# block 1

<file path="src/rtl/mux_arb_reg.sv">
// Registered N-channel multiplexer with per-channel valid/ready handshakes.
// The winning channel is picked by sel (manual) or by a rotating round-robin pointer.
module mux_arb_reg #(
  parameter int NCH   = 4,
  parameter int WIDTH = 4,
  parameter int SELW  = $clog2(NCH)
) (
  input  logic                   clk,
  input  logic                   rst_n,
  input  logic                   mode,
  input  logic [SELW-1:0]        sel,
  input  logic [NCH*WIDTH-1:0]   in_data,
  input  logic [NCH-1:0]         in_valid,
  output logic [NCH-1:0]         in_ready,
  output logic [WIDTH-1:0]       out_data,
  output logic [SELW-1:0]        out_ch,
  output logic                   out_valid,
  input  logic                   out_ready
);

  logic [WIDTH-1:0] data_p1;
  logic [SELW-1:0]  ch_p1;
  logic             vld_p1;
  logic [SELW-1:0]  ptr;

  logic             load;
  logic             cand_ok;
  logic [SELW-1:0]  cand;
  logic             take;
  logic [WIDTH-1:0] cand_data;

  assign load = !vld_p1 || out_ready;
  assign take = cand_ok && load;

  // Candidate selection: manual index or first requester at/after ptr, wrapping.
  always_comb begin
    int idx;
    cand_ok = 1'b0;
    cand    = '0;
    idx     = 0;
    if (!mode) begin
      for (int i = 0; i < NCH; i++) begin
        if (SELW'(i) == sel && in_valid[i]) begin
          cand_ok = 1'b1;
          cand    = SELW'(i);
        end
      end
    end else begin
      for (int k = 0; k < NCH; k++) begin
        idx = int'(ptr) + k;
        if (idx >= NCH) idx = idx - NCH;
        if (!cand_ok && in_valid[idx]) begin
          cand_ok = 1'b1;
          cand    = SELW'(idx);
        end
      end
    end
  end

  // Grant and data steering; the grant is held low throughout reset.
  always_comb begin
    in_ready  = '0;
    cand_data = '0;
    for (int i = 0; i < NCH; i++) begin
      if (cand == SELW'(i)) begin
        in_ready[i] = rst_n && take;
        cand_data   = in_data[i*WIDTH +: WIDTH];
      end
    end
  end

  // Output register stage (p1)
  always_ff @(posedge clk or negedge rst_n) begin
    if (!rst_n) begin
      vld_p1  <= 1'b0;
      data_p1 <= '0;
      ch_p1   <= '0;
    end else if (load) begin
      vld_p1 <= take;
      if (take) begin
        data_p1 <= cand_data;
        ch_p1   <= cand;
      end
    end
  end

  always_ff @(posedge clk or negedge rst_n) begin
    if (!rst_n) begin
      ptr <= '0;
    end else if (take && mode) begin
      ptr <= (cand == SELW'(NCH-1)) ? '0 : cand + 1'b1;
    end
  end

  assign out_data  = data_p1;
  assign out_ch    = ch_p1;
  assign out_valid = vld_p1;

endmodule

</file>
<file path="config.mk">
export PLATFORM = sky130hd
export DESIGN_NAME = mux_arb_reg
export DESIGN_NICKNAME = d
export VERILOG_FILES = /design/src/rtl/mux_arb_reg.sv
export SDC_FILE = /design/constraint.sdc
export NUM_CORES = 1
export LEC_CHECK = 0
export CORE_MARGIN = 2
export CORE_UTILIZATION = 42
export DETAILED_ROUTE_END_ITERATION = 7
export GPL_ROUTABILITY_DRIVEN = 0
export PLACE_DENSITY = 0.85
export SETUP_SLACK_MARGIN = 0.05
export SLEW_MARGIN = 20
export SYNTH_ARGS = -nofsm -noshare
export SYNTH_HDL_FRONTEND = slang
export SYNTH_SLANG_ARGS = --single-unit
</file>
<file path="constraint.sdc">
create_clock -name clk -period 2.7 [get_ports clk]
set_input_delay 0.405 -clock clk [delete_from_list [all_inputs] [get_ports clk]]
set_output_delay 0.405 -clock clk [all_outputs]
set_load 0.1 [all_outputs]
</file>
# block 2

===== src/rtl/dm_arb_pkg.sv =====
// dm_arb_pkg: shared widths, FSM/grant enums and line-alignment helper for dm_arbiter.
package dm_arb_pkg;

  localparam int unsigned ADDR_W     = 32;
  localparam int unsigned WORD_W     = 32;
  localparam int unsigned LINE_WORDS = 16;
  localparam int unsigned LINE_W     = LINE_WORDS * WORD_W;
  localparam int unsigned LINE_BYTES = LINE_W / 8;
  localparam int unsigned OFF_W      = $clog2(LINE_BYTES);

  typedef enum logic [2:0] {
    ST_IDLE,
    ST_IC_BUSY,
    ST_DC_BUSY,
    ST_IC_DONE,
    ST_DC_DONE
  } state_e;

  typedef enum logic {
    GNT_IC = 1'b0,
    GNT_DC = 1'b1
  } grant_e;

  // Clear the byte-within-line offset so refills always start on a line boundary.
  function automatic logic [ADDR_W-1:0] line_align(input logic [ADDR_W-1:0] addr);
    return {addr[ADDR_W-1:OFF_W], OFF_W'(0)};
  endfunction

endpackage


===== src/rtl/dm_arbiter_if.sv =====
// dm_arbiter_if: cache-side and DM-side signals of the arbiter.
// slave = arbiter view, master = environment (caches + DM model) view.
interface dm_arbiter_if;
  import dm_arb_pkg::*;

  logic              ic_read_i;
  logic [ADDR_W-1:0] ic_address_i;
  logic [LINE_W-1:0] ic_data_o;
  logic              ic_ready_o;

  logic              dc_read_i;
  logic              dc_write_i;
  logic [ADDR_W-1:0] dc_address_i;
  logic [WORD_W-1:0] dc_data_i;
  logic [LINE_W-1:0] dc_data_o;
  logic              dc_ready_o;

  logic              dm_read_o;
  logic              dm_write_o;
  logic [ADDR_W-1:0] dm_address_o;
  logic [WORD_W-1:0] dm_data_o;
  logic [LINE_W-1:0] dm_data_i;
  logic              dm_valid_i;

  modport slave (
    input  ic_read_i, ic_address_i,
    output ic_data_o, ic_ready_o,
    input  dc_read_i, dc_write_i, dc_address_i, dc_data_i,
    output dc_data_o, dc_ready_o,
    output dm_read_o, dm_write_o, dm_address_o, dm_data_o,
    input  dm_data_i, dm_valid_i
  );

  modport master (
    output ic_read_i, ic_address_i,
    input  ic_data_o, ic_ready_o,
    output dc_read_i, dc_write_i, dc_address_i, dc_data_i,
    input  dc_data_o, dc_ready_o,
    input  dm_read_o, dm_write_o, dm_address_o, dm_data_o,
    output dm_data_i, dm_valid_i
  );

endinterface


===== src/rtl/dm_arb_pick.sv =====
// dm_arb_pick: combinational 2-way requester pick.
// DM_ARB_RR_EN defined: ties alternate against last_grant; otherwise dcache wins ties.
module dm_arb_pick
  import dm_arb_pkg::*;
(
  input  logic   ic_req_i,
  input  logic   dc_req_i,
  input  grant_e last_grant_i,
  output grant_e grant_o
);

`ifdef DM_ARB_RR_EN
  // Round-robin: on a tie grant whoever was not served last.
  always_comb begin
    grant_o = GNT_IC;
    if (ic_req_i && dc_req_i) begin
      grant_o = (last_grant_i == GNT_IC) ? GNT_DC : GNT_IC;
    end else if (dc_req_i) begin
      grant_o = GNT_DC;
    end
  end
`else
  // Fixed priority ignores history; icache only wins when dcache is quiet.
  logic unused_pick_inputs;
  assign unused_pick_inputs = ic_req_i ^ (last_grant_i == GNT_DC);

  // Fixed priority: any dcache request wins.
  always_comb begin
    grant_o = GNT_IC;
    if (dc_req_i) begin
      grant_o = GNT_DC;
    end
  end
`endif

endmodule


===== src/rtl/dm_arbiter.sv =====
// dm_arbiter: shares the DM port between icache refills and dcache refills/write-throughs.
// Tie policy set in dm_arb_pick by DM_ARB_RR_EN (undefined = dcache priority).
module dm_arbiter
  import dm_arb_pkg::*;
(
  input logic         clk,
  input logic         rst,
  dm_arbiter_if.slave bus
);

  state_e            state_q;
  grant_e            last_grant_q;
  grant_e            grant_c;
  logic              dc_req_c;
  logic              dm_read_q;
  logic              dm_write_q;
  logic [ADDR_W-1:0] dm_address_q;
  logic [WORD_W-1:0] dm_data_q;
  logic [LINE_W-1:0] ic_data_q;
  logic [LINE_W-1:0] dc_data_q;
  logic              ic_ready_q;
  logic              dc_ready_q;

  assign dc_req_c = bus.dc_read_i | bus.dc_write_i;

  dm_arb_pick u_pick (
    .ic_req_i    (bus.ic_read_i),
    .dc_req_i    (dc_req_c),
    .last_grant_i(last_grant_q),
    .grant_o     (grant_c)
  );

  // Arbitration FSM; dm_write_q doubles as the latched transfer direction.
  always_ff @(posedge clk or posedge rst) begin
    if (rst) begin
      state_q      <= ST_IDLE;
      last_grant_q <= GNT_IC;
      dm_read_q    <= 1'b0;
      dm_write_q   <= 1'b0;
      dm_address_q <= '0;
      dm_data_q    <= '0;
      ic_data_q    <= '0;
      dc_data_q    <= '0;
      ic_ready_q   <= 1'b0;
      dc_ready_q   <= 1'b0;
    end else begin
      ic_ready_q <= 1'b0;
      dc_ready_q <= 1'b0;
      case (state_q)
        ST_IDLE: begin
          if (bus.ic_read_i || dc_req_c) begin
            last_grant_q <= grant_c;
            if (grant_c == GNT_DC) begin
              state_q <= ST_DC_BUSY;
              // Read+write together is illegal; the write takes precedence.
              if (bus.dc_write_i) begin
                dm_write_q   <= 1'b1;
                dm_address_q <= bus.dc_address_i;
                dm_data_q    <= bus.dc_data_i;
              end else begin
                dm_read_q    <= 1'b1;
                dm_address_q <= line_align(bus.dc_address_i);
              end
            end else begin
              state_q      <= ST_IC_BUSY;
              dm_read_q    <= 1'b1;
              dm_address_q <= line_align(bus.ic_address_i);
            end
          end
        end
        ST_IC_BUSY: begin
          if (bus.dm_valid_i) begin
            ic_data_q  <= bus.dm_data_i;
            dm_read_q  <= 1'b0;
            ic_ready_q <= 1'b1;
            state_q    <= ST_IC_DONE;
          end
        end
        ST_DC_BUSY: begin
          if (bus.dm_valid_i) begin
            if (!dm_write_q) begin
              dc_data_q <= bus.dm_data_i;
            end
            dm_read_q  <= 1'b0;
            dm_write_q <= 1'b0;
            dc_ready_q <= 1'b1;
            state_q    <= ST_DC_DONE;
          end
        end
        ST_IC_DONE, ST_DC_DONE: begin
          state_q <= ST_IDLE;
        end
        default: begin
          state_q <= ST_IDLE;
        end
      endcase
    end
  end

  assign bus.dm_read_o    = dm_read_q;
  assign bus.dm_write_o   = dm_write_q;
  assign bus.dm_address_o = dm_address_q;
  assign bus.dm_data_o    = dm_data_q;
  assign bus.ic_data_o    = ic_data_q;
  assign bus.ic_ready_o   = ic_ready_q;
  assign bus.dc_data_o    = dc_data_q;
  assign bus.dc_ready_o   = dc_ready_q;

endmodule

===== src/flat_wrapper.sv =====
// flat-port wrapper written by rule: the top's interface ports become plain ports
module dm_arbiter_flat import dm_arb_pkg::*;
  (clk, rst, bus_ic_read_i, bus_ic_address_i, bus_ic_data_o, bus_ic_ready_o, bus_dc_read_i, bus_dc_write_i, bus_dc_address_i, bus_dc_data_i, bus_dc_data_o, bus_dc_ready_o, bus_dm_read_o, bus_dm_write_o, bus_dm_address_o, bus_dm_data_o, bus_dm_data_i, bus_dm_valid_i);
  dm_arbiter_if bus_i ();
  input logic clk;
  input logic rst;
  input wire logic [$bits(bus_i.ic_read_i)-1:0] bus_ic_read_i;
  input wire logic [$bits(bus_i.ic_address_i)-1:0] bus_ic_address_i;
  output wire logic [$bits(bus_i.ic_data_o)-1:0] bus_ic_data_o;
  output wire logic [$bits(bus_i.ic_ready_o)-1:0] bus_ic_ready_o;
  input wire logic [$bits(bus_i.dc_read_i)-1:0] bus_dc_read_i;
  input wire logic [$bits(bus_i.dc_write_i)-1:0] bus_dc_write_i;
  input wire logic [$bits(bus_i.dc_address_i)-1:0] bus_dc_address_i;
  input wire logic [$bits(bus_i.dc_data_i)-1:0] bus_dc_data_i;
  output wire logic [$bits(bus_i.dc_data_o)-1:0] bus_dc_data_o;
  output wire logic [$bits(bus_i.dc_ready_o)-1:0] bus_dc_ready_o;
  output wire logic [$bits(bus_i.dm_read_o)-1:0] bus_dm_read_o;
  output wire logic [$bits(bus_i.dm_write_o)-1:0] bus_dm_write_o;
  output wire logic [$bits(bus_i.dm_address_o)-1:0] bus_dm_address_o;
  output wire logic [$bits(bus_i.dm_data_o)-1:0] bus_dm_data_o;
  input wire logic [$bits(bus_i.dm_data_i)-1:0] bus_dm_data_i;
  input wire logic [$bits(bus_i.dm_valid_i)-1:0] bus_dm_valid_i;
  assign bus_i.ic_read_i = bus_ic_read_i;
  assign bus_i.ic_address_i = bus_ic_address_i;
  assign bus_ic_data_o = bus_i.ic_data_o;
  assign bus_ic_ready_o = bus_i.ic_ready_o;
  assign bus_i.dc_read_i = bus_dc_read_i;
  assign bus_i.dc_write_i = bus_dc_write_i;
  assign bus_i.dc_address_i = bus_dc_address_i;
  assign bus_i.dc_data_i = bus_dc_data_i;
  assign bus_dc_data_o = bus_i.dc_data_o;
  assign bus_dc_ready_o = bus_i.dc_ready_o;
  assign bus_dm_read_o = bus_i.dm_read_o;
  assign bus_dm_write_o = bus_i.dm_write_o;
  assign bus_dm_address_o = bus_i.dm_address_o;
  assign bus_dm_data_o = bus_i.dm_data_o;
  assign bus_i.dm_data_i = bus_dm_data_i;
  assign bus_i.dm_valid_i = bus_dm_valid_i;
  dm_arbiter u_core (.clk(clk), .rst(rst), .bus(bus_i));
endmodule

===== config.mk =====
export PLATFORM = sky130hd
export DESIGN_NAME = dm_arbiter_flat
export DESIGN_NICKNAME = d
export VERILOG_FILES = /design/src/rtl/dm_arb_pkg.sv /design/src/rtl/dm_arbiter_if.sv /design/src/rtl/dm_arb_pick.sv /design/src/rtl/dm_arbiter.sv /design/src/flat_wrapper.sv
export SDC_FILE = /design/constraint.sdc
export NUM_CORES = 2
export LEC_CHECK = 0
export CAP_MARGIN = 40
export CORE_AREA = 4 4 658 660
export CTS_CLUSTER_SIZE = 24
export DETAILED_ROUTE_END_ITERATION = 8
export DIE_AREA = 0 0 662 664
export SLEW_MARGIN = 10
export SYNTH_ARGS = -nofsm -noshare
export SYNTH_HDL_FRONTEND = slang
export SYNTH_SLANG_ARGS = --single-unit

===== constraint.sdc =====
create_clock -name clk -period 40.4 [get_ports clk]
set_clock_uncertainty 0.05 [all_clocks]
set_input_delay 8.08 -clock clk [delete_from_list [all_inputs] [get_ports clk]]
set_output_delay 8.08 -clock clk [all_outputs]
set_load 0.03 [all_outputs]

# block 3

[config.mk]
export PLATFORM = sky130hd
export DESIGN_NAME = core_ctrl_fsm_flat
export DESIGN_NICKNAME = d
export VERILOG_FILES = /design/src/rtl/core_ctrl_fsm_if.sv /design/src/rtl/core_ctrl_fsm.sv /design/src/flat_wrapper.sv
export SDC_FILE = /design/constraint.sdc
export NUM_CORES = 1
export LEC_CHECK = 0
export CORE_MARGIN = 4
export CORE_UTILIZATION = 30
export DETAILED_ROUTE_END_ITERATION = 10
export PLACE_DENSITY = 0.55
export SYNTH_ARGS = -nofsm -noshare
export SYNTH_HDL_FRONTEND = slang
export SYNTH_SLANG_ARGS = --single-unit
[constraint.sdc]
create_clock -name clk -period 6.25 [get_ports clk]
set_clock_uncertainty 0.15 [all_clocks]
set_input_delay 1.25 -clock clk [delete_from_list [all_inputs] [get_ports clk]]
set_output_delay 1.25 -clock clk [all_outputs]
set_load 0.05 [all_outputs]
[src/rtl/core_ctrl_fsm_if.sv]
`default_nettype none
// ============================================================================
//  Module      : core_ctrl_fsm_if
//  Description : Data-memory request/acknowledge handshake between the core
//                control unit (master) and the data memory (slave).
//  Revision    : 1.0 - initial release
// ============================================================================
interface core_ctrl_fsm_if;
    logic dmem_req;   // access request, held until acknowledged
    logic dmem_we;    // 1 store, 0 load; meaningful while dmem_req=1
    logic dmem_ack;   // access complete; read data valid this cycle

    modport master (
        output dmem_req,
        output dmem_we,
        input  dmem_ack
    );

    modport slave (
        input  dmem_req,
        input  dmem_we,
        output dmem_ack
    );
endinterface
`default_nettype wire

[src/rtl/core_ctrl_fsm.sv]
`default_nettype none
// ============================================================================
//  Module      : core_ctrl_fsm
//  Description : RV32I sequencing control unit. Decodes the current
//                instruction into datapath controls, stalls the PC around
//                variable-latency data-memory accesses, counts retired
//                instructions and halts on illegal encodings.
//                Optional feature macro: DMEM_TIMEOUT_EN (bounds the memory
//                wait to TIMEOUT_CYC cycles, then raises bus_err and halts).
//  Revision    : 1.0 - initial release
// ============================================================================
module core_ctrl_fsm #(
    parameter int CNT_W       = 32,
    parameter int TIMEOUT_CYC = 16
) (
    input  wire               clk,
    input  wire               rst,          // synchronous, active-low
    input  wire  [31:0]       instr_i,
    input  wire               zero_i,
    core_ctrl_fsm_if.master   dmem,
    output logic              pc_en_o,
    output logic [1:0]        PCsrc_o,
    output logic [1:0]        immsrc_o,
    output logic              ALUsrc_o,
    output logic [1:0]        ALUctrl_o,
    output logic [1:0]        resultsrc_o,
    output logic              regwr_o,
    output logic              halted_o,
    output logic              bus_err_o,
    output logic [CNT_W-1:0]  retire_cnt_o
);

    localparam logic [6:0] OPC_RTYPE  = 7'b0110011;
    localparam logic [6:0] OPC_IALU   = 7'b0010011;
    localparam logic [6:0] OPC_LW     = 7'b0000011;
    localparam logic [6:0] OPC_SW     = 7'b0100011;
    localparam logic [6:0] OPC_BRANCH = 7'b1100011;
    localparam logic [6:0] OPC_JAL    = 7'b1101111;
    localparam logic [6:0] OPC_JALR   = 7'b1100111;

    localparam logic [1:0] ALU_ADD = 2'b00;
    localparam logic [1:0] ALU_SUB = 2'b01;
    localparam logic [1:0] ALU_AND = 2'b10;
    localparam logic [1:0] ALU_OR  = 2'b11;

    typedef enum logic [1:0] {
        S_EXEC = 2'd0,
        S_MEM  = 2'd1,
        S_HALT = 2'd2
    } state_t;

    state_t           state_q, state_d;
    logic [CNT_W-1:0] retire_cnt_q;
    logic             halted_q;

    logic [6:0] w_opcode;
    logic [2:0] w_funct3;
    logic       w_legal, w_is_lw, w_is_sw;
    logic       w_regwr_dec, w_alusrc, w_alu_ok, w_br_taken;
    logic [1:0] w_immsrc, w_aluctrl, w_resultsrc, w_pcsrc, w_alu_op;
    logic       w_pc_en, w_regwr, w_req, w_we, w_retire;
    logic       w_to_hit;

    assign w_opcode = instr_i[6:0];
    assign w_funct3 = instr_i[14:12];

    // Register/immediate fields are consumed by the datapath, not here.
    logic unused_instr_bits;
    assign unused_instr_bits = &{1'b0, instr_i[31], instr_i[29:15], instr_i[11:7]};

    // Instruction decode: datapath selects plus legality classification
    always_comb begin
        w_legal     = 1'b0;
        w_is_lw     = 1'b0;
        w_is_sw     = 1'b0;
        w_regwr_dec = 1'b0;
        w_immsrc    = 2'b00;
        w_alusrc    = 1'b0;
        w_aluctrl   = ALU_ADD;
        w_resultsrc = 2'b00;
        w_pcsrc     = 2'b00;
        w_alu_ok    = 1'b0;
        w_alu_op    = ALU_ADD;
        w_br_taken  = 1'b0;

        // funct3 -> ALU op, shared by R-type and I-ALU
        case (w_funct3)
            3'b000: begin
                w_alu_ok = 1'b1;
                w_alu_op = (w_opcode == OPC_RTYPE && instr_i[30]) ? ALU_SUB : ALU_ADD;
            end
            3'b111: begin
                w_alu_ok = 1'b1;
                w_alu_op = ALU_AND;
            end
            3'b110: begin
                w_alu_ok = 1'b1;
                w_alu_op = ALU_OR;
            end
            default: ;
        endcase

        case (w_opcode)
            OPC_RTYPE: begin
                w_legal     = w_alu_ok;
                w_regwr_dec = 1'b1;
                w_aluctrl   = w_alu_op;
            end
            OPC_IALU: begin
                w_legal     = w_alu_ok;
                w_regwr_dec = 1'b1;
                w_alusrc    = 1'b1;
                w_aluctrl   = w_alu_op;
            end
            OPC_LW: begin
                w_legal     = 1'b1;
                w_is_lw     = 1'b1;
                w_alusrc    = 1'b1;
                w_resultsrc = 2'b01;
            end
            OPC_SW: begin
                w_legal  = 1'b1;
                w_is_sw  = 1'b1;
                w_immsrc = 2'b01;
                w_alusrc = 1'b1;
            end
            OPC_BRANCH: begin
                w_immsrc  = 2'b10;
                w_aluctrl = ALU_SUB;
                if (w_funct3 == 3'b000) begin
                    w_legal    = 1'b1;
                    w_br_taken = zero_i;
                end else if (w_funct3 == 3'b001) begin
                    w_legal    = 1'b1;
                    w_br_taken = ~zero_i;
                end
                w_pcsrc = w_br_taken ? 2'b01 : 2'b00;
            end
            OPC_JAL: begin
                w_legal     = 1'b1;
                w_regwr_dec = 1'b1;
                w_immsrc    = 2'b11;
                w_resultsrc = 2'b10;
                w_pcsrc     = 2'b01;
            end
            OPC_JALR: begin
                w_legal     = 1'b1;
                w_regwr_dec = 1'b1;
                w_alusrc    = 1'b1;
                w_resultsrc = 2'b10;
                w_pcsrc     = 2'b10;
            end
            default: ;
        endcase
    end

    // Next-state logic and sequencing strobes
    always_comb begin
        state_d  = state_q;
        w_pc_en  = 1'b0;
        w_regwr  = 1'b0;
        w_req    = 1'b0;
        w_we     = 1'b0;
        w_retire = 1'b0;

        case (state_q)
            S_EXEC: begin
                if (!w_legal) begin
                    state_d = S_HALT;
                end else if (w_is_lw || w_is_sw) begin
                    state_d = S_MEM;
                end else begin
                    w_pc_en  = 1'b1;
                    w_regwr  = w_regwr_dec;
                    w_retire = 1'b1;
                end
            end
            S_MEM: begin
                // PC is frozen here, so instr_i (and its decode) stays stable
                w_req = 1'b1;
                w_we  = w_is_sw;
                if (dmem.dmem_ack) begin
                    w_pc_en  = 1'b1;
                    w_regwr  = w_is_lw;
                    w_retire = 1'b1;
                    state_d  = S_EXEC;
                end else if (w_to_hit) begin
                    state_d = S_HALT;
                end
            end
            S_HALT: ;
            default: state_d = S_HALT;
        endcase
    end

    // Output stage: reset forces strobes and mux selects low
    always_comb begin
        pc_en_o       = 1'b0;
        regwr_o       = 1'b0;
        dmem.dmem_req = 1'b0;
        dmem.dmem_we  = 1'b0;
        PCsrc_o       = 2'b00;
        immsrc_o      = 2'b00;
        ALUsrc_o      = 1'b0;
        ALUctrl_o     = 2'b00;
        resultsrc_o   = 2'b00;
        if (rst) begin
            pc_en_o       = w_pc_en;
            regwr_o       = w_regwr;
            dmem.dmem_req = w_req;
            dmem.dmem_we  = w_we;
            PCsrc_o       = w_pcsrc;
            immsrc_o      = w_immsrc;
            ALUsrc_o      = w_alusrc;
            ALUctrl_o     = w_aluctrl;
            resultsrc_o   = w_resultsrc;
        end
    end

    // State register, retire counter and sticky halt flag
    always_ff @(posedge clk) begin
        if (!rst) begin
            state_q      <= S_EXEC;
            retire_cnt_q <= '0;
            halted_q     <= 1'b0;
        end else begin
            state_q <= state_d;
            if (w_retire) begin
                retire_cnt_q <= retire_cnt_q + CNT_W'(1);
            end
            if (state_d == S_HALT) begin
                halted_q <= 1'b1;
            end
        end
    end

`ifdef DMEM_TIMEOUT_EN
    localparam int             TO_W    = (TIMEOUT_CYC > 1) ? $clog2(TIMEOUT_CYC) : 1;
    localparam logic [TO_W-1:0] TO_LAST = TO_W'(TIMEOUT_CYC - 1);

    logic [TO_W-1:0] to_cnt_q;
    logic            bus_err_q;

    // Last permitted wait cycle still without ack: give up on the access
    assign w_to_hit = (state_q == S_MEM) && !dmem.dmem_ack && (to_cnt_q == TO_LAST);

    // Wait-cycle counter (held at zero outside MEM) and sticky bus error
    always_ff @(posedge clk) begin
        if (!rst) begin
            to_cnt_q  <= '0;
            bus_err_q <= 1'b0;
        end else begin
            if (state_q != S_MEM) begin
                to_cnt_q <= '0;
            end else if (!dmem.dmem_ack && !w_to_hit) begin
                to_cnt_q <= to_cnt_q + TO_W'(1);
            end
            if (w_to_hit) begin
                bus_err_q <= 1'b1;
            end
        end
    end

    assign bus_err_o = bus_err_q;
`else
    // Without the timeout the memory wait is unbounded.
    logic unused_timeout_cfg;
    assign unused_timeout_cfg = (TIMEOUT_CYC == 0);
    assign w_to_hit  = 1'b0;
    assign bus_err_o = 1'b0;
`endif

    assign halted_o     = halted_q;
    assign retire_cnt_o = retire_cnt_q;

endmodule
`default_nettype wire

[src/flat_wrapper.sv]
// flat-port wrapper written by rule: the top's interface ports become plain ports
module core_ctrl_fsm_flat 
#(
    parameter int CNT_W       = 32,
    parameter int TIMEOUT_CYC = 16
)
  (clk, rst, instr_i, zero_i, pc_en_o, PCsrc_o, immsrc_o, ALUsrc_o, ALUctrl_o, resultsrc_o, regwr_o, halted_o, bus_err_o, retire_cnt_o, dmem_dmem_req, dmem_dmem_we, dmem_dmem_ack);
  core_ctrl_fsm_if dmem_i ();
  input  wire clk;
  input  wire rst;
  input  wire  [31:0] instr_i;
  input  wire zero_i;
  output logic pc_en_o;
  output logic [1:0] PCsrc_o;
  output logic [1:0] immsrc_o;
  output logic ALUsrc_o;
  output logic [1:0] ALUctrl_o;
  output logic [1:0] resultsrc_o;
  output logic regwr_o;
  output logic halted_o;
  output logic bus_err_o;
  output logic [CNT_W-1:0] retire_cnt_o;
  output wire logic [$bits(dmem_i.dmem_req)-1:0] dmem_dmem_req;
  output wire logic [$bits(dmem_i.dmem_we)-1:0] dmem_dmem_we;
  input wire logic [$bits(dmem_i.dmem_ack)-1:0] dmem_dmem_ack;
  assign dmem_dmem_req = dmem_i.dmem_req;
  assign dmem_dmem_we = dmem_i.dmem_we;
  assign dmem_i.dmem_ack = dmem_dmem_ack;
  core_ctrl_fsm #(.CNT_W(CNT_W), .TIMEOUT_CYC(TIMEOUT_CYC)) u_core (.clk(clk), .rst(rst), .instr_i(instr_i), .zero_i(zero_i), .dmem(dmem_i), .pc_en_o(pc_en_o), .PCsrc_o(PCsrc_o), .immsrc_o(immsrc_o), .ALUsrc_o(ALUsrc_o), .ALUctrl_o(ALUctrl_o), .resultsrc_o(resultsrc_o), .regwr_o(regwr_o), .halted_o(halted_o), .bus_err_o(bus_err_o), .retire_cnt_o(retire_cnt_o));
endmodule
# block 4

===== config.mk =====
export PLATFORM = sky130hd
export DESIGN_NAME = sap_control_sequencer
export DESIGN_NICKNAME = d
export VERILOG_FILES = /design/src/rtl/sap_control_sequencer.sv
export SDC_FILE = /design/constraint.sdc
export NUM_CORES = 1
export LEC_CHECK = 0
export ABC_AREA = 1
export CAP_MARGIN = 30
export CORE_AREA = 4 4 41 43
export CTS_BUF_LIST = sky130_fd_sc_hd__clkbuf_2 sky130_fd_sc_hd__clkbuf_4 sky130_fd_sc_hd__clkbuf_8
export DETAILED_ROUTE_END_ITERATION = 8
export DIE_AREA = 0 0 45 47
export PLACE_DENSITY_LB_ADDON = 0.12
export SYNTH_ARGS = -nofsm -noshare
export SYNTH_HDL_FRONTEND = slang
export SYNTH_SLANG_ARGS = --single-unit

===== constraint.sdc =====
create_clock -name clk -period 1.3 [get_ports clk]
set_input_delay 0.325 -clock clk [delete_from_list [all_inputs] [get_ports clk]]
set_output_delay 0.325 -clock clk [all_outputs]
set_load 0.02 [all_outputs]

===== src/rtl/sap_control_sequencer.sv =====
// T-state sequencer and microcode decoder for the SAP 8-bit CPU: 3-state fetch, 1-3 state execute, halt, run/freeze.
// Optional conditional jumps (JC/JZ) are enabled by defining SEQ_COND_JUMP_EN.
module sap_control_sequencer #(
    parameter int OPW = 4
) (
    input  logic           clk,
    input  logic           rst,
    input  logic           run,
    input  logic [OPW-1:0] ir_opcode,
    input  logic           flag_c,
    input  logic           flag_z,
    output logic           pc_clr_n,
    output logic           cp,
    output logic           ep,
    output logic           lp,
    output logic           lm,
    output logic           ce,
    output logic           li,
    output logic           ei,
    output logic           la,
    output logic           ea,
    output logic           lb,
    output logic           su,
    output logic           eu,
    output logic           lo,
    output logic           halted,
    output logic [2:0]     t_state
);

    typedef enum logic [2:0] {
        S_CLR  = 3'd0,
        S_T1   = 3'd1,
        S_T2   = 3'd2,
        S_T3   = 3'd3,
        S_T4   = 3'd4,
        S_T5   = 3'd5,
        S_T6   = 3'd6,
        S_HALT = 3'd7
    } state_t;

    localparam logic [OPW-1:0] OP_LDA = OPW'(4'b0000);
    localparam logic [OPW-1:0] OP_ADD = OPW'(4'b0001);
    localparam logic [OPW-1:0] OP_SUB = OPW'(4'b0010);
    localparam logic [OPW-1:0] OP_JMP = OPW'(4'b0011);
    localparam logic [OPW-1:0] OP_JC  = OPW'(4'b0100);
    localparam logic [OPW-1:0] OP_JZ  = OPW'(4'b0101);
    localparam logic [OPW-1:0] OP_OUT = OPW'(4'b1110);
    localparam logic [OPW-1:0] OP_HLT = OPW'(4'b1111);

    state_t state;
    logic   is_long;

    assign is_long = (ir_opcode == OP_LDA) || (ir_opcode == OP_ADD) || (ir_opcode == OP_SUB);

    // CLR always advances and HALT is sticky; every other state freezes while run is low.
    always_ff @(posedge clk or posedge rst) begin
        if (rst) begin
            state <= S_CLR;
        end else if (state == S_CLR) begin
            state <= S_T1;
        end else if (state != S_HALT && run) begin
            case (state)
                S_T1:    state <= S_T2;
                S_T2:    state <= S_T3;
                S_T3:    state <= S_T4;
                S_T4: begin
                    if (is_long)
                        state <= S_T5;
                    else if (ir_opcode == OP_HLT)
                        state <= S_HALT;
                    else
                        state <= S_T1;
                end
                S_T5:    state <= S_T6;
                default: state <= S_T1;
            endcase
        end
    end

    // Strobes follow state and opcode directly so the datapath sees them in the same cycle.
    always_comb begin
        cp = 1'b0; ep = 1'b0; lp = 1'b0; lm = 1'b0; ce = 1'b0; li = 1'b0; ei = 1'b0;
        la = 1'b0; ea = 1'b0; lb = 1'b0; su = 1'b0; eu = 1'b0; lo = 1'b0;
        if (run) begin
            case (state)
                S_T1: begin ep = 1'b1; lm = 1'b1; end
                S_T2: cp = 1'b1;
                S_T3: begin ce = 1'b1; li = 1'b1; end
                S_T4: begin
                    case (ir_opcode)
                        OP_LDA, OP_ADD, OP_SUB: begin ei = 1'b1; lm = 1'b1; end
                        OP_JMP:                 begin ei = 1'b1; lp = 1'b1; end
                        OP_OUT:                 begin ea = 1'b1; lo = 1'b1; end
`ifdef SEQ_COND_JUMP_EN
                        OP_JC: begin ei = flag_c; lp = flag_c; end
                        OP_JZ: begin ei = flag_z; lp = flag_z; end
`endif
                        default: ;
                    endcase
                end
                S_T5: begin
                    case (ir_opcode)
                        OP_LDA:         begin ce = 1'b1; la = 1'b1; end
                        OP_ADD, OP_SUB: begin ce = 1'b1; lb = 1'b1; end
                        default: ;
                    endcase
                end
                S_T6: begin
                    case (ir_opcode)
                        OP_ADD: begin eu = 1'b1; la = 1'b1; end
                        OP_SUB: begin su = 1'b1; eu = 1'b1; la = 1'b1; end
                        default: ;
                    endcase
                end
                default: ;
            endcase
        end
    end

`ifndef SEQ_COND_JUMP_EN
    logic flags_unused;
    assign flags_unused = ^{flag_c, flag_z};
`endif

    assign pc_clr_n = (state != S_CLR);
    assign halted   = (state == S_HALT);
    assign t_state  = state;

endmodule


Fig. 1: block 4, the clock network
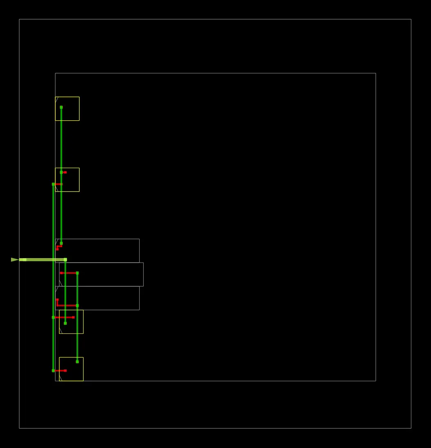
total CTS buffers: 3
clkbuf count: 4

==> impl_metrics.toml, block 4 <==
# generated from flow reports
[placed_design]
dp_slack_ps = -1060

[synthesis]
netlist_area_um2 = 365
yosys.area.top_type = "nand2_1"
yosys-stat-area_um2 = 365
ys_async_sr_fraction = 1.00

[global_route]
grt_usage = 0.190
grt_max_degree = 8

[timing]
worst_slack_ps = -383
slew_viol_final = 0
setup_viol = 20

[routing]
wire_per_inst_um = 14.5

[layout]
stdcell_area_um2 = 1140
ff_count = 3

[cts]
cts_sinks = 3

[outcome]
status = "finished with violations"
violations = "negative setup slack"

[setup_path]
r2r-end = "t_state[2]"
## block 4: worst reg2reg max path, stage by stage (launching register included)
cell      delay [ps]
dfrtp_2          400
clkinv_4         110
buf_6            130
buf_6            110
buf_6            120
o21ai_4          190
inv_2             60
nand2_1           70
nand2_1           60
## block 4: layer usage
layer | part of all wire | global-route usage
met1 | 0.37 | 0.215
met2 | 0.57 | 0.336
met3 | 0.038 | 0.0268
met4 | 0.024 | 0.117
met5 | 0 | 0
## block 4: where the power goes
part           internal, uW  total (uW)  switching [uW]
registers               149         200            51.0
clock network           136         184            47.9
logic                   936        1900             967
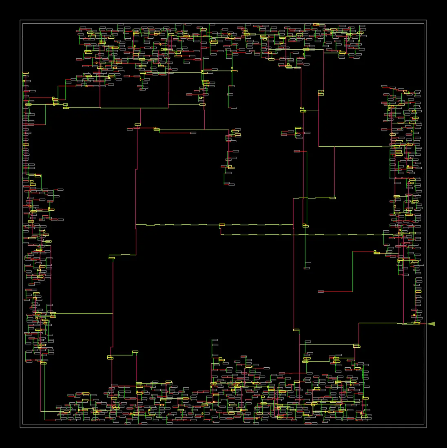
Fig. 2. The clock network (block 2).
clkbuf count: 202
Seq cells: 1095
Late-Pin Clk Latency: 830 ps
total CTS buffers: 145

==> impl_metrics.toml, block 2 <==
# generated from flow reports
[outcome]
status = "finished, final reports clean"

[setup_path]
critPathRequiredTime_ps = 41200
reg2reg_depth = 7

[synthesis]
yosys.area.top_type = "dfrtp_1"
avgSynthCellArea_um2 = 18.6
yosys-stat-area_um2 = 43700

[power_and_ir_drop]
p_clk_frac = 0.179
p_clk_uw = 1370
p_int_uw = 4240

[cts]
cts_root_buffer = "clkbuf_16"

[timing]
holdWs_ps = 431
finalHoldViolations = 0

[layout]
stdcell_area_um2 = 74100
drive_gt1_frac = 0.337

[routing]
dr_total_vias = 29600
==> block 2: worst max-delay path: stages <==
cell and delay [ps]:
clkdlybuf4s50_1 490, inv_8 430, buf_4 350, buf_4 650
buf_4 720, buf_4 630, buf_4 700, buf_4 310
buf_16 250, buf_4 610
==> block 2: registers in the layout (all words and copies together) (netlist names), 3 cells and up <==
name                     count
u_core.bus.ic_data_o       512
u_core.bus.dm_address_o     32
u_core.state_q               3
u_core.bus.dm_data_o        32
u_core.bus.dc_data_o       512
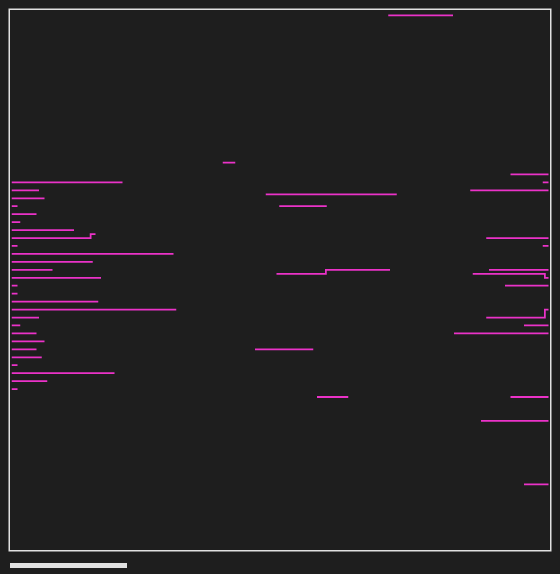
Fig. 3. Met3 routing (block 3).
Scale bar: 20 um.
wire length on this layer: 405 um
longest straight run: 27.8 um
WL final: 6330 um
met3 GRT Util: 0.0431
via count of the routed design: 2346

==> impl_metrics.toml, block 3 <==
# generated from flow reports
[outcome]
status = "finished, final reports clean"

[layout]
seq_share = 0.239
comb_area_um2 = 1350
sh_comb_area = 0.459
clock_area_frac = 0.0341

[power_and_ir_drop]
p_sw_frac = 0.245

[synthesis]
synth_cell_types = 51
yosys.area_share.aoi = 0.235
topCellsByArea = "dfxtp_1 33%, a21oi_1 7.7%, nand4_1 4.7%"
synth_warnings = 0

[setup_path]
r2r_start = "u_core.state_q[1]"
cp-end-kind = "output pin"

[timing]
slew_viol_final = 0
setup_tns_ps = 0
worst_slack_ps = 944

[global_route]
grt_max_degree = 22

[placed_design]
portBuffers = 60

[floorplan]
rows = 30
-- block 3: synth_stat cells (5+ instances only) --
| master | number |
|---|---|
| dfxtp_1 | 35 |
| a21oi_1 | 33 |
| nand2_1 | 24 |
| nor2_1 | 18 |
| nand4_1 | 16 |
| nand3_1 | 12 |
| o31ai_1 | 12 |
| nor3_1 | 11 |
| o21ai_0 | 11 |
| or3_1 | 11 |
| or4_1 | 10 |
| inv_1 | 9 |
| and3_1 | 6 |
| clkbuf_1 | 6 |
| and2_1 | 5 |
| buf_2 | 5 |
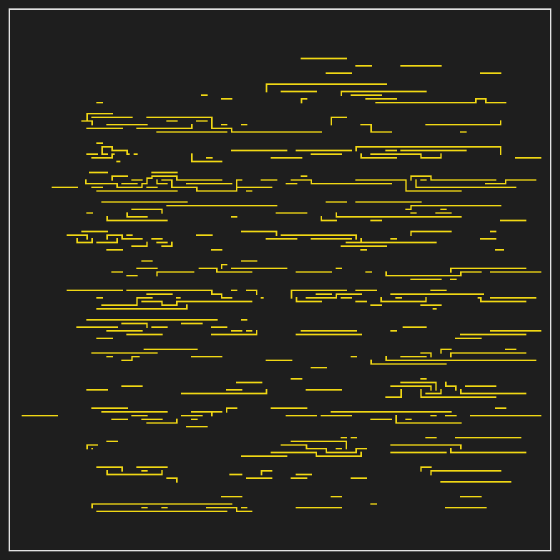
Fig. 4. Met1 routing (block 1).
main direction: horizontal
nets with wire on the layer: 143
share of all routed wire: 35%
via count of the routed design: 928
met1 GRT Util: 0.225
WL final: 2630 um

==> impl_metrics.toml, block 1 <==
# generated from flow reports
[floorplan]
initCoreUtil = 0.446
die_w_um = 49.9
die_h_um = 49.9

[layout]
n_fill_cell = 131
nets = 174

[routing]
wl_met2_um = 1460

[timing]
worst_slack_ps = 102
holdWs_ps = 383
max_freq_ghz = 0.385
min_period_ps = 2600

[cts]
post-cts-setup-buffers = 4
cts.clk_slew.worst_paths_ps = 60
cts_tree = "built"

[outcome]
status = "finished, final reports clean"

[synthesis]
avgSynthCellArea_um2 = 9.60

[setup_path]
critPathMaxFanout = 5
r2r-end = "out_data[2]"

[global_route]
grt_use_met2 = 0.449
grt_usage = 0.231

[placed_design]
dpl.cell_count = 161

[flow_run]
maxCapViolations = 0

[power_and_ir_drop]
p_seq_uw = 255
## block 1: final cells by class
type | instances | area (um2) | share of cell area
Tap cell | 27 | 33.8 | 0.0224
Multi-Input combinational cell | 70 | 691 | 0.457
Inverter | 7 | 26.3 | 0.0174
Sequential cell | 9 | 228 | 0.151
Timing Repair Buffer | 53 | 505 | 0.335
Clock buffer | 4 | 26.3 | 0.0174
## block 1: critical path: stages
cell and delay [ps]:
clkdlybuf4s50_1 520, nand2b_1 90, or3_4 410, nand3_2 120, buf_6 120, ha_4 150, and3_4 210, buf_12 170


==> gallery <==
Signal metal coverage by tile.
shot_01.png
Scale bar: 200 um. 33 x 33 tiles, from dark blue (low) to red (high), scaled to the fullest tile. Values are wire area over tile area, all layers added.
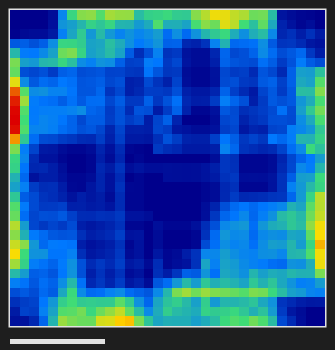
shot_02.png
Scale bar: 20 um. 18 x 18 tiles, from dark blue (low) to red (high), scaled to the fullest tile. Values are wire area over tile area, all layers added.
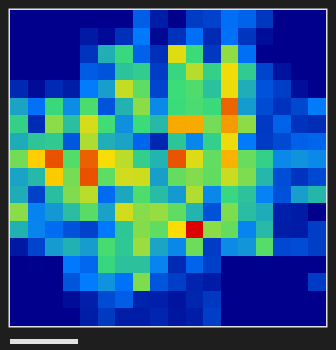
shot_03.png
Scale bar: 10 um. 10 x 10 tiles, from dark blue (low) to red (high), scaled to the fullest tile. Values are wire area over tile area, all layers added.
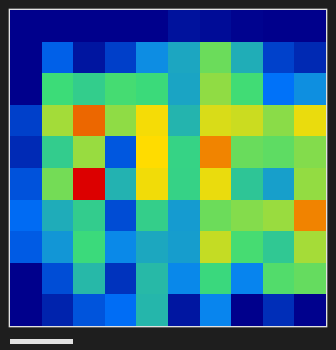
shot_04.png
Scale bar: 10 um. 9 x 9 tiles, from dark blue (low) to red (high), scaled to the fullest tile. Values are wire area over tile area, all layers added.
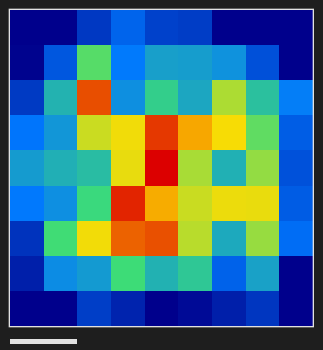
shot_03.png is block 1.
shot_02.png is block 3.
shot_01.png is block 2.
shot_04.png is block 4.

Key to shot_02.png:
tiles over half the peak: 21%
mean over tiles: 0.12
emptiest ninth of the die: bottom right


==> screenshots <==
Met3 routing.
image #1
Scale bar: 10 um.
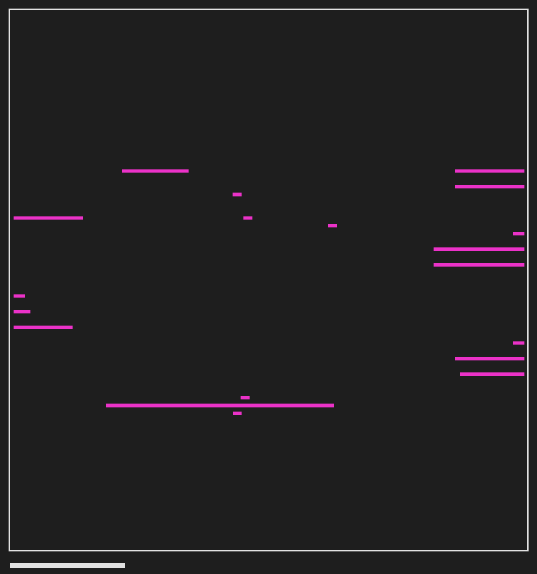
image #2
Scale bar: 10 um.
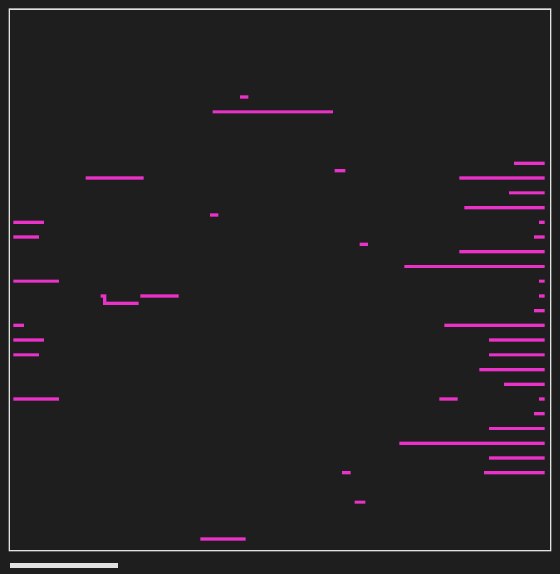
image #3
Scale bar: 200 um.
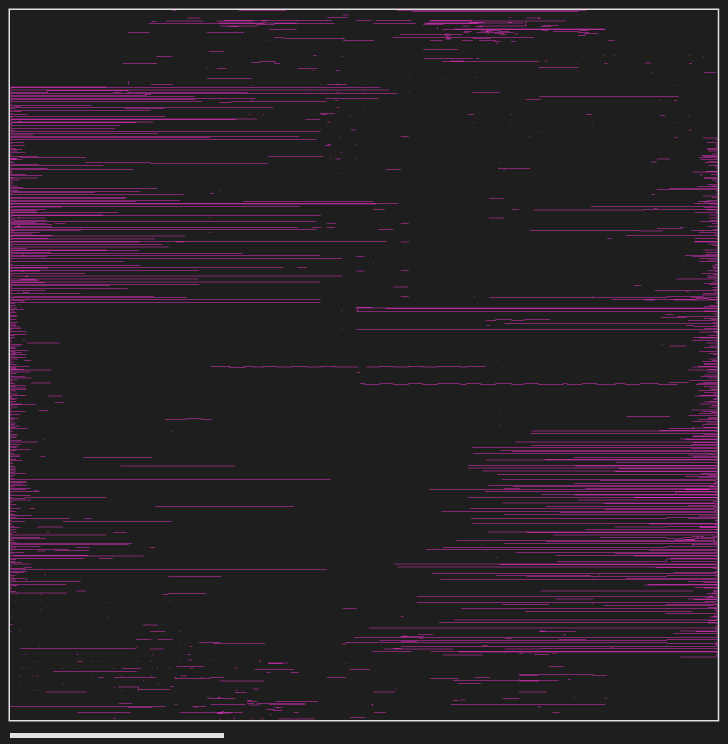
block 4: image #1
block 2: image #3
block 1: image #2

Power figures rest on the tool's default switching activity, not on a simulated workload.
